# ---- design 1 ----
Design 1, M2 wires:
Scale: 6 px per µm.
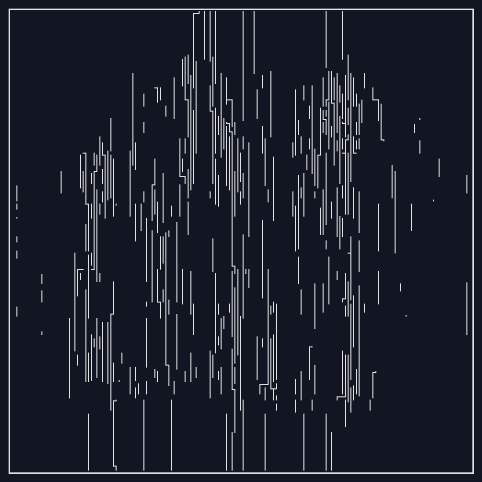
Design 1, signal wires by layer:
Scale: 4 px per µm. Only two layers are drawn.
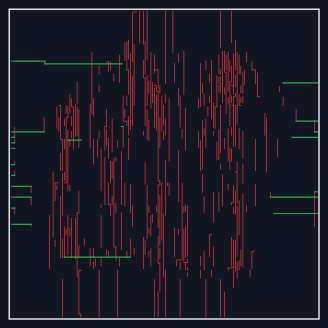
**src/rtl/seq_serializer.sv**
```systemverilog
// Parallel-to-serial front end for the seq detector: valid/ready word load, one bit per shift_en.
// Defining SER_LOOP_EN adds the loop_mode input, which recirculates the current word at its last bit.
module seq_serializer #(
    parameter int WIDTH     = 24,
    parameter bit MSB_FIRST = 1'b1,
    parameter bit IDLE_BIT  = 1'b0
) (
    input  logic                     clk,
    input  logic                     reset,
    input  logic [WIDTH-1:0]         load_data,
    input  logic                     load_valid,
    output logic                     load_ready,
    input  logic                     shift_en,
`ifdef SER_LOOP_EN
    input  logic                     loop_mode,
`endif
    output logic                     ser_out,
    output logic                     ser_valid,
    output logic                     last_bit,
    output logic [$clog2(WIDTH)-1:0] bit_cnt
);
    localparam int CW = $clog2(WIDTH);
    localparam logic [CW-1:0] LAST_IDX   = CW'(WIDTH - 1);
    localparam logic [CW-1:0] PENULT_IDX = CW'(WIDTH - 2);

    typedef enum logic {IDLE = 1'b0, SHIFT = 1'b1} state_t;

    state_t           state_reg;
    logic [WIDTH-1:0] shreg_reg;
    logic [CW-1:0]    bit_cnt_reg;
    logic             ser_out_reg;
    logic             ser_valid_reg;
    logic             last_bit_reg;
    logic [WIDTH-1:0] rot_word;
    logic             loop_req;
    logic             load_ready_next;

    function automatic logic head_bit(input logic [WIDTH-1:0] w);
        return MSB_FIRST ? w[WIDTH-1] : w[0];
    endfunction

    // The word is rotated rather than shifted, so after WIDTH advances it is intact again for looping.
    generate
        if (MSB_FIRST) begin : g_rot_msb
            assign rot_word = {shreg_reg[WIDTH-2:0], shreg_reg[WIDTH-1]};
        end else begin : g_rot_lsb
            assign rot_word = {shreg_reg[0], shreg_reg[WIDTH-1:1]};
        end
    endgenerate

`ifdef SER_LOOP_EN
    assign loop_req = loop_mode;
`else
    assign loop_req = 1'b0;
`endif

    assign load_ready_next = (state_reg == IDLE) || (last_bit_reg && shift_en);

    always_ff @(posedge clk or negedge reset) begin
        if (!reset) begin
            state_reg     <= IDLE;
            shreg_reg     <= '0;
            bit_cnt_reg   <= '0;
            ser_out_reg   <= IDLE_BIT;
            ser_valid_reg <= 1'b0;
            last_bit_reg  <= 1'b0;
        end else begin
            case (state_reg)
                IDLE: begin
                    if (load_valid) begin
                        state_reg     <= SHIFT;
                        shreg_reg     <= load_data;
                        bit_cnt_reg   <= '0;
                        ser_out_reg   <= head_bit(load_data);
                        ser_valid_reg <= 1'b1;
                        last_bit_reg  <= 1'b0;
                    end
                end
                SHIFT: begin
                    if (shift_en) begin
                        if (!last_bit_reg) begin
                            shreg_reg    <= rot_word;
                            bit_cnt_reg  <= bit_cnt_reg + CW'(1);
                            ser_out_reg  <= head_bit(rot_word);
                            last_bit_reg <= (bit_cnt_reg == PENULT_IDX);
                        end else if (load_valid) begin
                            shreg_reg    <= load_data;
                            bit_cnt_reg  <= '0;
                            ser_out_reg  <= head_bit(load_data);
                            last_bit_reg <= 1'b0;
                        end else if (loop_req) begin
                            shreg_reg    <= rot_word;
                            bit_cnt_reg  <= '0;
                            ser_out_reg  <= head_bit(rot_word);
                            last_bit_reg <= 1'b0;
                        end else begin
                            state_reg     <= IDLE;
                            bit_cnt_reg   <= '0;
                            ser_out_reg   <= IDLE_BIT;
                            ser_valid_reg <= 1'b0;
                            last_bit_reg  <= 1'b0;
                        end
                    end
                end
                default: state_reg <= IDLE;
            endcase
        end
    end

    assign load_ready = load_ready_next;
    assign ser_out    = ser_out_reg;
    assign ser_valid  = ser_valid_reg;
    assign last_bit   = last_bit_reg && (bit_cnt_reg == LAST_IDX);
    assign bit_cnt    = bit_cnt_reg;
endmodule

```
**config.mk**
```make
export PLATFORM = sky130hd
export DESIGN_NAME = seq_serializer
export DESIGN_NICKNAME = d
export VERILOG_FILES = /design/src/rtl/seq_serializer.sv
export SDC_FILE = /design/constraint.sdc
export NUM_CORES = 1
export LEC_CHECK = 0
export CORE_MARGIN = 5
export CORE_UTILIZATION = 35
export DETAILED_ROUTE_END_ITERATION = 10
export GPL_ROUTABILITY_DRIVEN = 0
export PLACE_DENSITY = 0.58
export SETUP_SLACK_MARGIN = 0.02
export SLEW_MARGIN = 20
export SYNTH_ARGS = -nofsm -noshare
export SYNTH_HDL_FRONTEND = slang
export SYNTH_SLANG_ARGS = --single-unit
```
**constraint.sdc**
```tcl
create_clock -name clk -period 1.8 [get_ports clk]
set_clock_uncertainty 0.1 [all_clocks]
set_input_delay 0.27 -clock clk [delete_from_list [all_inputs] [get_ports clk]]
set_output_delay 0.27 -clock clk [all_outputs]
set_load 0.01 [all_outputs]
```
==> commit_impl_results.txt <==
Refresh implementation metrics

* Outcome: finished clean
* Number of hold violations in the final report: 0
- Walking the worst path, the cells encountered are and3b_1 -> and3_1 -> dlygate4sd2_1.
- Endpoint of the worst-slack reg-to-reg timing path: bit_cnt[4]
- Crit path to: last_bit
* Number of vias in the routed layout: 1261
* Final worst path period need: 1.72 ns
- Layout inverter count without the clock tree: 3
- The largest single stage delay on the critical path is ~0.42 ns.
* Crit Path Class: flip-flop to output port
- Non-clock buffer share: 0.230
* Total global routing track utilization: 0.133
- Among cell families on the critical path, the largest total delay comes from flip-flops.
- Before antenna repair, the detailed router went through 4 iterations.
- Post_cts resized: 4
* Count of multi-input combinational gates: about 90
- Compared with the post-synthesis result, the final layout area differs by 42.3%.
- Worst reg-to-reg setup slack: ~0.20 ns
* Clock tree from TritonCTS: yes
About 'M2 wires' of design 1:
main direction = vertical
nets with wire on the layer = 188
wire length on this layer = 1800 µm
longest straight run = 22.4 µm

About 'signal wires by layer' of design 1:
metal 2 -> red  # wire length 1800 µm
metal 3 -> green  # wire length 119 µm

cell families after synthesis:
| kind of cell | count (synthesis) | share of synthesized area |
|---|---|---|
| compound gates | 36 | 0.225 |
| fa+ha+maj | 2 | 0.0159 |
| buf+inv | 10 | 0.0326 |
| flops | 33 | 0.525 |
| mux | 1 | 0.00874 |
| simple gates | 51 | 0.193 |
cells in the final DEF (no fill, tap or decap), types with 3 or more instances in the layout:
| cell type | netlist | routed |
|---|---|---|
| buf_12 | 0 | 3 |
| dfrtp_1 | 33 | 31 |
| nand2b_1 | 28 | 28 |
| clkbuf_8 | 0 | 6 |
| inv_1 | 3 | 3 |
| nand3_1 | 8 | 8 |
| o221a_1 | 24 | 24 |
| clkdlybuf4s50_1 | 0 | 34 |
| nand2_1 | 7 | 7 |
| buf_4 | 3 | 13 |
| o21ai_0 | 4 | 4 |
layer usage:
metal  global-route usage  part of all wire  routed length [µm]
met1                0.181              0.47                1720
met2                0.204              0.49                1800
met3               0.0422             0.032                 118
met4               0.0395            0.0041                  15
met5                    0                 0                   0
power breakdown:
group	switching, mW	leakage [nW]	total, mW	internal, mW
Sequential	0.0953	0.342	1.01	0.912
Clock	0.274	0.0574	0.724	0.450
Combinational	0.247	0.472	0.645	0.397

# ---- design 2 ----
<file path="src/rtl/count_game_pkg.sv">
`default_nettype none
// ============================================================================
// Module  : count_game_pkg
// Brief   : Shared state encoding, num bounds and num step helper for the
//           count game control stage.
// Revision: 1.0
// ============================================================================
package count_game_pkg;

   localparam int NUM_W = 3;

   typedef logic [1:0] state_t;

   localparam state_t ST_IDLE  = 2'd0;
   localparam state_t ST_SETUP = 2'd1;
   localparam state_t ST_RUN   = 2'd2;
   localparam state_t ST_DONE  = 2'd3;

   localparam logic [NUM_W-1:0] NUM_MIN = 3'd1;
   localparam logic [NUM_W-1:0] NUM_MAX = 3'd7;

   // Step num upward, skipping 0 so the counter always has a real start value.
   function automatic logic [NUM_W-1:0] num_incr(input logic [NUM_W-1:0] n);
      return (n == NUM_MAX) ? NUM_MIN : n + 1'b1;
   endfunction

endpackage
`default_nettype wire

</file>
<file path="src/rtl/count_game_ctrl_debounce.sv">
`default_nettype none
// ============================================================================
// Module  : key_debounce
// Brief   : 2-FF synchroniser plus stability counter; emits one registered
//           pulse per accepted press.
// Revision: 1.0
// ============================================================================
module key_debounce #(
   parameter int DEB_CYCLES = 20
) (
   input  logic clk,
   input  logic rst,
   input  logic key_raw,
   output logic key_level,
   output logic key_pulse
);

   localparam int c_CNT_W = (DEB_CYCLES > 1) ? $clog2(DEB_CYCLES) : 1;
   localparam logic [c_CNT_W-1:0] c_CNT_LAST = c_CNT_W'(DEB_CYCLES - 1);

   logic               r_s1;
   logic               r_s2;
   logic               r_level;
   logic               r_pulse;
   logic [c_CNT_W-1:0] r_cnt;

   always_ff @(posedge clk or posedge rst) begin
      if (rst) begin
         r_s1    <= 1'b0;
         r_s2    <= 1'b0;
         r_level <= 1'b0;
         r_pulse <= 1'b0;
         r_cnt   <= '0;
      end else begin
         r_s1    <= key_raw;
         r_s2    <= r_s1;
         r_pulse <= 1'b0;
         if (r_s2 == r_level) begin
            r_cnt <= '0;
         end else if (r_cnt == c_CNT_LAST) begin
            // Only rising acceptances pulse; releases just update the level.
            r_cnt   <= '0;
            r_level <= r_s2;
            r_pulse <= r_s2;
         end else begin
            r_cnt <= r_cnt + 1'b1;
         end
      end
   end

   assign key_level = r_level;
   assign key_pulse = r_pulse;

endmodule
`default_nettype wire

</file>
<file path="src/rtl/count_game_ctrl.sv">
`default_nettype none
// ============================================================================
// Module  : count_game_ctrl
// Brief   : Debounces the three game keys and runs the IDLE/SETUP/RUN/DONE
//           state machine driving the countdown counter.
// Revision: 1.0
// ============================================================================
module count_game_ctrl
   import count_game_pkg::*;
#(
   parameter int               DEB_CYCLES = 20,
   parameter logic [NUM_W-1:0] NUM_INIT   = 3'd5
) (
   input  logic             clk,
   input  logic             rst,
   input  logic             key_sel,
   input  logic             key_start,
   input  logic             key_stop,
   input  logic             over,
   output logic [NUM_W-1:0] num,
   output logic             cst,
   output logic             dzst,
   output logic             led_done
);

   logic [2:0] w_level;
   logic [2:0] w_pulse;

   key_debounce #(.DEB_CYCLES(DEB_CYCLES)) u_deb_sel (
      .clk       (clk),
      .rst       (rst),
      .key_raw   (key_sel),
      .key_level (w_level[0]),
      .key_pulse (w_pulse[0])
   );

   key_debounce #(.DEB_CYCLES(DEB_CYCLES)) u_deb_start (
      .clk       (clk),
      .rst       (rst),
      .key_raw   (key_start),
      .key_level (w_level[1]),
      .key_pulse (w_pulse[1])
   );

   key_debounce #(.DEB_CYCLES(DEB_CYCLES)) u_deb_stop (
      .clk       (clk),
      .rst       (rst),
      .key_raw   (key_stop),
      .key_level (w_level[2]),
      .key_pulse (w_pulse[2])
   );

   // One event per cycle: stop beats start beats sel.
   logic w_stop;
   logic w_start;
   logic w_sel;

   assign w_stop  = w_pulse[2] & w_level[2];
   assign w_start = w_pulse[1] & w_level[1] & ~w_stop;
   assign w_sel   = w_pulse[0] & w_level[0] & ~w_stop & ~w_start;

   state_t           r_state;
   state_t           w_state_next;
   logic [NUM_W-1:0] r_num;
   logic [NUM_W-1:0] w_num_next;
   logic             r_cst;
   logic             r_dzst;
   logic             r_led_done;
   logic             w_cst_next;
   logic             w_dzst_next;
   logic             w_led_done_next;

   always_ff @(posedge clk or posedge rst) begin
      if (rst) begin
         r_state    <= ST_IDLE;
         r_num      <= NUM_INIT;
         r_cst      <= 1'b0;
         r_dzst     <= 1'b0;
         r_led_done <= 1'b0;
      end else begin
         r_state    <= w_state_next;
         r_num      <= w_num_next;
         r_cst      <= w_cst_next;
         r_dzst     <= w_dzst_next;
         r_led_done <= w_led_done_next;
      end
   end

   always_comb begin
      w_state_next = r_state;
      w_num_next   = r_num;
      case (r_state)
         ST_IDLE: begin
            if (w_start) w_state_next = ST_SETUP;
         end
         ST_SETUP: begin
            if (w_stop)       w_state_next = ST_IDLE;
            else if (w_start) w_state_next = ST_RUN;
            else if (w_sel)   w_num_next   = num_incr(r_num);
         end
         ST_RUN: begin
            if (w_stop)    w_state_next = ST_SETUP;
            else if (over) w_state_next = ST_DONE;
         end
         ST_DONE: begin
            if (w_stop)       w_state_next = ST_IDLE;
            else if (w_start) w_state_next = ST_SETUP;
         end
         default: w_state_next = ST_IDLE;
      endcase
   end

   // Outputs are decoded from the next state so they register alongside it.
   always_comb begin
      w_cst_next      = (w_state_next == ST_RUN) || (w_state_next == ST_DONE);
      w_dzst_next     = (w_state_next != ST_IDLE);
      w_led_done_next = (w_state_next == ST_DONE);
   end

   assign num      = r_num;
   assign cst      = r_cst;
   assign dzst     = r_dzst;
   assign led_done = r_led_done;

endmodule
`default_nettype wire

</file>
<file path="config.mk">
export PLATFORM = sky130hd
export DESIGN_NAME = count_game_ctrl
export DESIGN_NICKNAME = d
export VERILOG_FILES = /design/src/rtl/count_game_pkg.sv /design/src/rtl/count_game_ctrl_debounce.sv /design/src/rtl/count_game_ctrl.sv
export SDC_FILE = /design/constraint.sdc
export NUM_CORES = 1
export LEC_CHECK = 0
export ABC_AREA = 0
export CAP_MARGIN = 30
export CELL_PAD_IN_SITES_DETAIL_PLACEMENT = 1
export CELL_PAD_IN_SITES_GLOBAL_PLACEMENT = 1
export CORE_MARGIN = 4
export CORE_UTILIZATION = 49
export DETAILED_ROUTE_END_ITERATION = 7
export HOLD_SLACK_MARGIN = 0.03
export PLACE_DENSITY_LB_ADDON = 0.1
export SLEW_MARGIN = 15
export SYNTH_ARGS = -nofsm -noshare
export SYNTH_HDL_FRONTEND = slang
export SYNTH_SLANG_ARGS = --single-unit
</file>
<file path="constraint.sdc">
create_clock -name clk -period 3.7 [get_ports clk]
set_input_delay 0.925 -clock clk [delete_from_list [all_inputs] [get_ports clk]]
set_output_delay 0.925 -clock clk [all_outputs]
set_load 0.02 [all_outputs]
</file>
Design 2, M2 wires:
Scale: 8 px per µm.
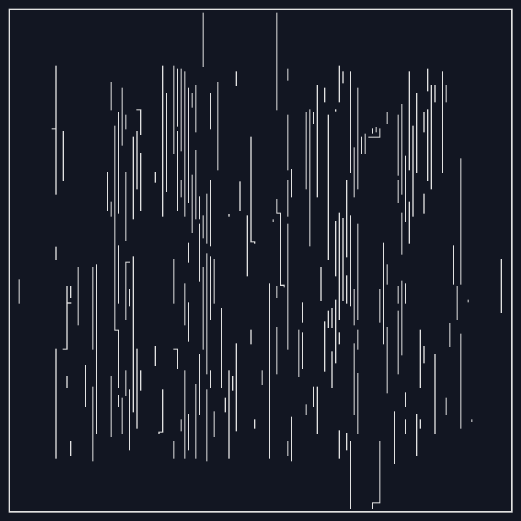
wire length on this layer = 1250 µm
nets with wire on the layer = 131
main direction = vertical

==> commit_impl_results.txt <==
Refresh implementation metrics

* RSZ-0062 raised after global routing: no
* Number of antenna violations at the first check in global routing: 0
- Outcome: finished clean
- Post_cts resized: 0
- Crit path depth: 1
* Clock tree from TritonCTS: yes
- Multi-input logic area: 598 µm²
- Area growth syn-to-layout: 15.8%
* Leading cell types by total area after synthesis: dfrtp_1 (55%), mux2_2 (4.6%), ha_1 (4.3%)
* Proportion of netlist area held by the largest area contributor: 0.547
* Setup Skew: a little over 0.01 ns
* Met2 wire length: around 1300 µm
- From left edge to right edge, the die measures 62.6 µm.
- For this design, the CTS-stage hold fixing added 0 buffers.
- Global Route met3 Usage: 0.0342
* Post-Synth XOR/XNOR Area: 0.0539
Design 2, I/O pins on the die edge:
Scale: 8 px per µm. Pins as bars across the die edge, other pins in grey.
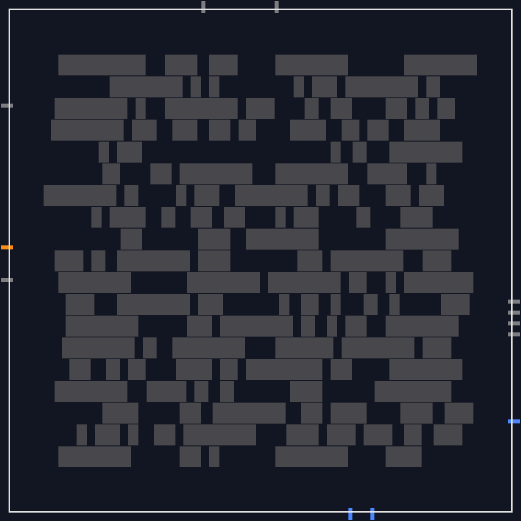
num -> blue  # pins 3, direction output, edge 2 bottom, 1 right
key_stop -> orange  # pins 1, direction input, edge left

placed cells by master, fill, tap and decap left out, drive strengths merged:
master | netlist | routed
dfstp | 2 | 2
and3b | 2 | 2
nand2b | 8 | 8
a211oi | 4 | 4
nor3b | 3 | 3
nor3 | 2 | 2
a21oi | 5 | 5
nand3b | 2 | 2
nand4b | 1 | 1
nand2 | 4 | 4
clkdlybuf4s50 | 0 | 11
ha | 5 | 5
mux2 | 6 | 6
dfrtp | 32 | 32
and2b | 1 | 1
and2 | 2 | 2
buf | 0 | 1
xnor2 | 3 | 3
a21o | 3 | 3
nand3 | 8 | 8
nor2b | 1 | 1
clkbuf | 0 | 7
nand4bb | 1 | 1
xor2 | 6 | 6
inv | 3 | 3
nor2 | 9 | 9
and3 | 1 | 1
bufinv | 0 | 1
Yosys cell counts, drive strengths merged:
cell	count
ha	5
nor2b	1
a21o	3
dfrtp	32
and2b	1
and3b	2
nand3	8
a211oi	4
dfstp	2
nand2b	8
mux2	6
nor2	9
xor2	6
a21oi	5
nand4b	1
nand2	4
and3	1
nor3b	3
nor3	2
inv	3
and2	2
nand4bb	1
xnor2	3
nand3b	2


## Gallery

Placed standard cells.
Plate I
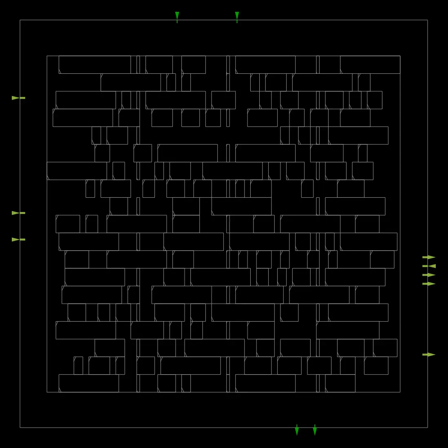
Plate II
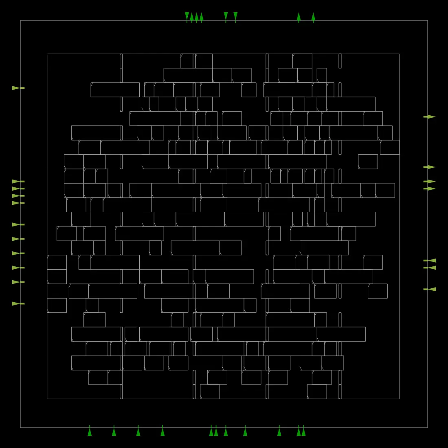
The one with the highest utilization is Plate I.
The one with the most cells is Plate II.
Plate II is design 1.
Plate I is design 2.

No activity file was given, so power comes from the tool's default toggle rates.
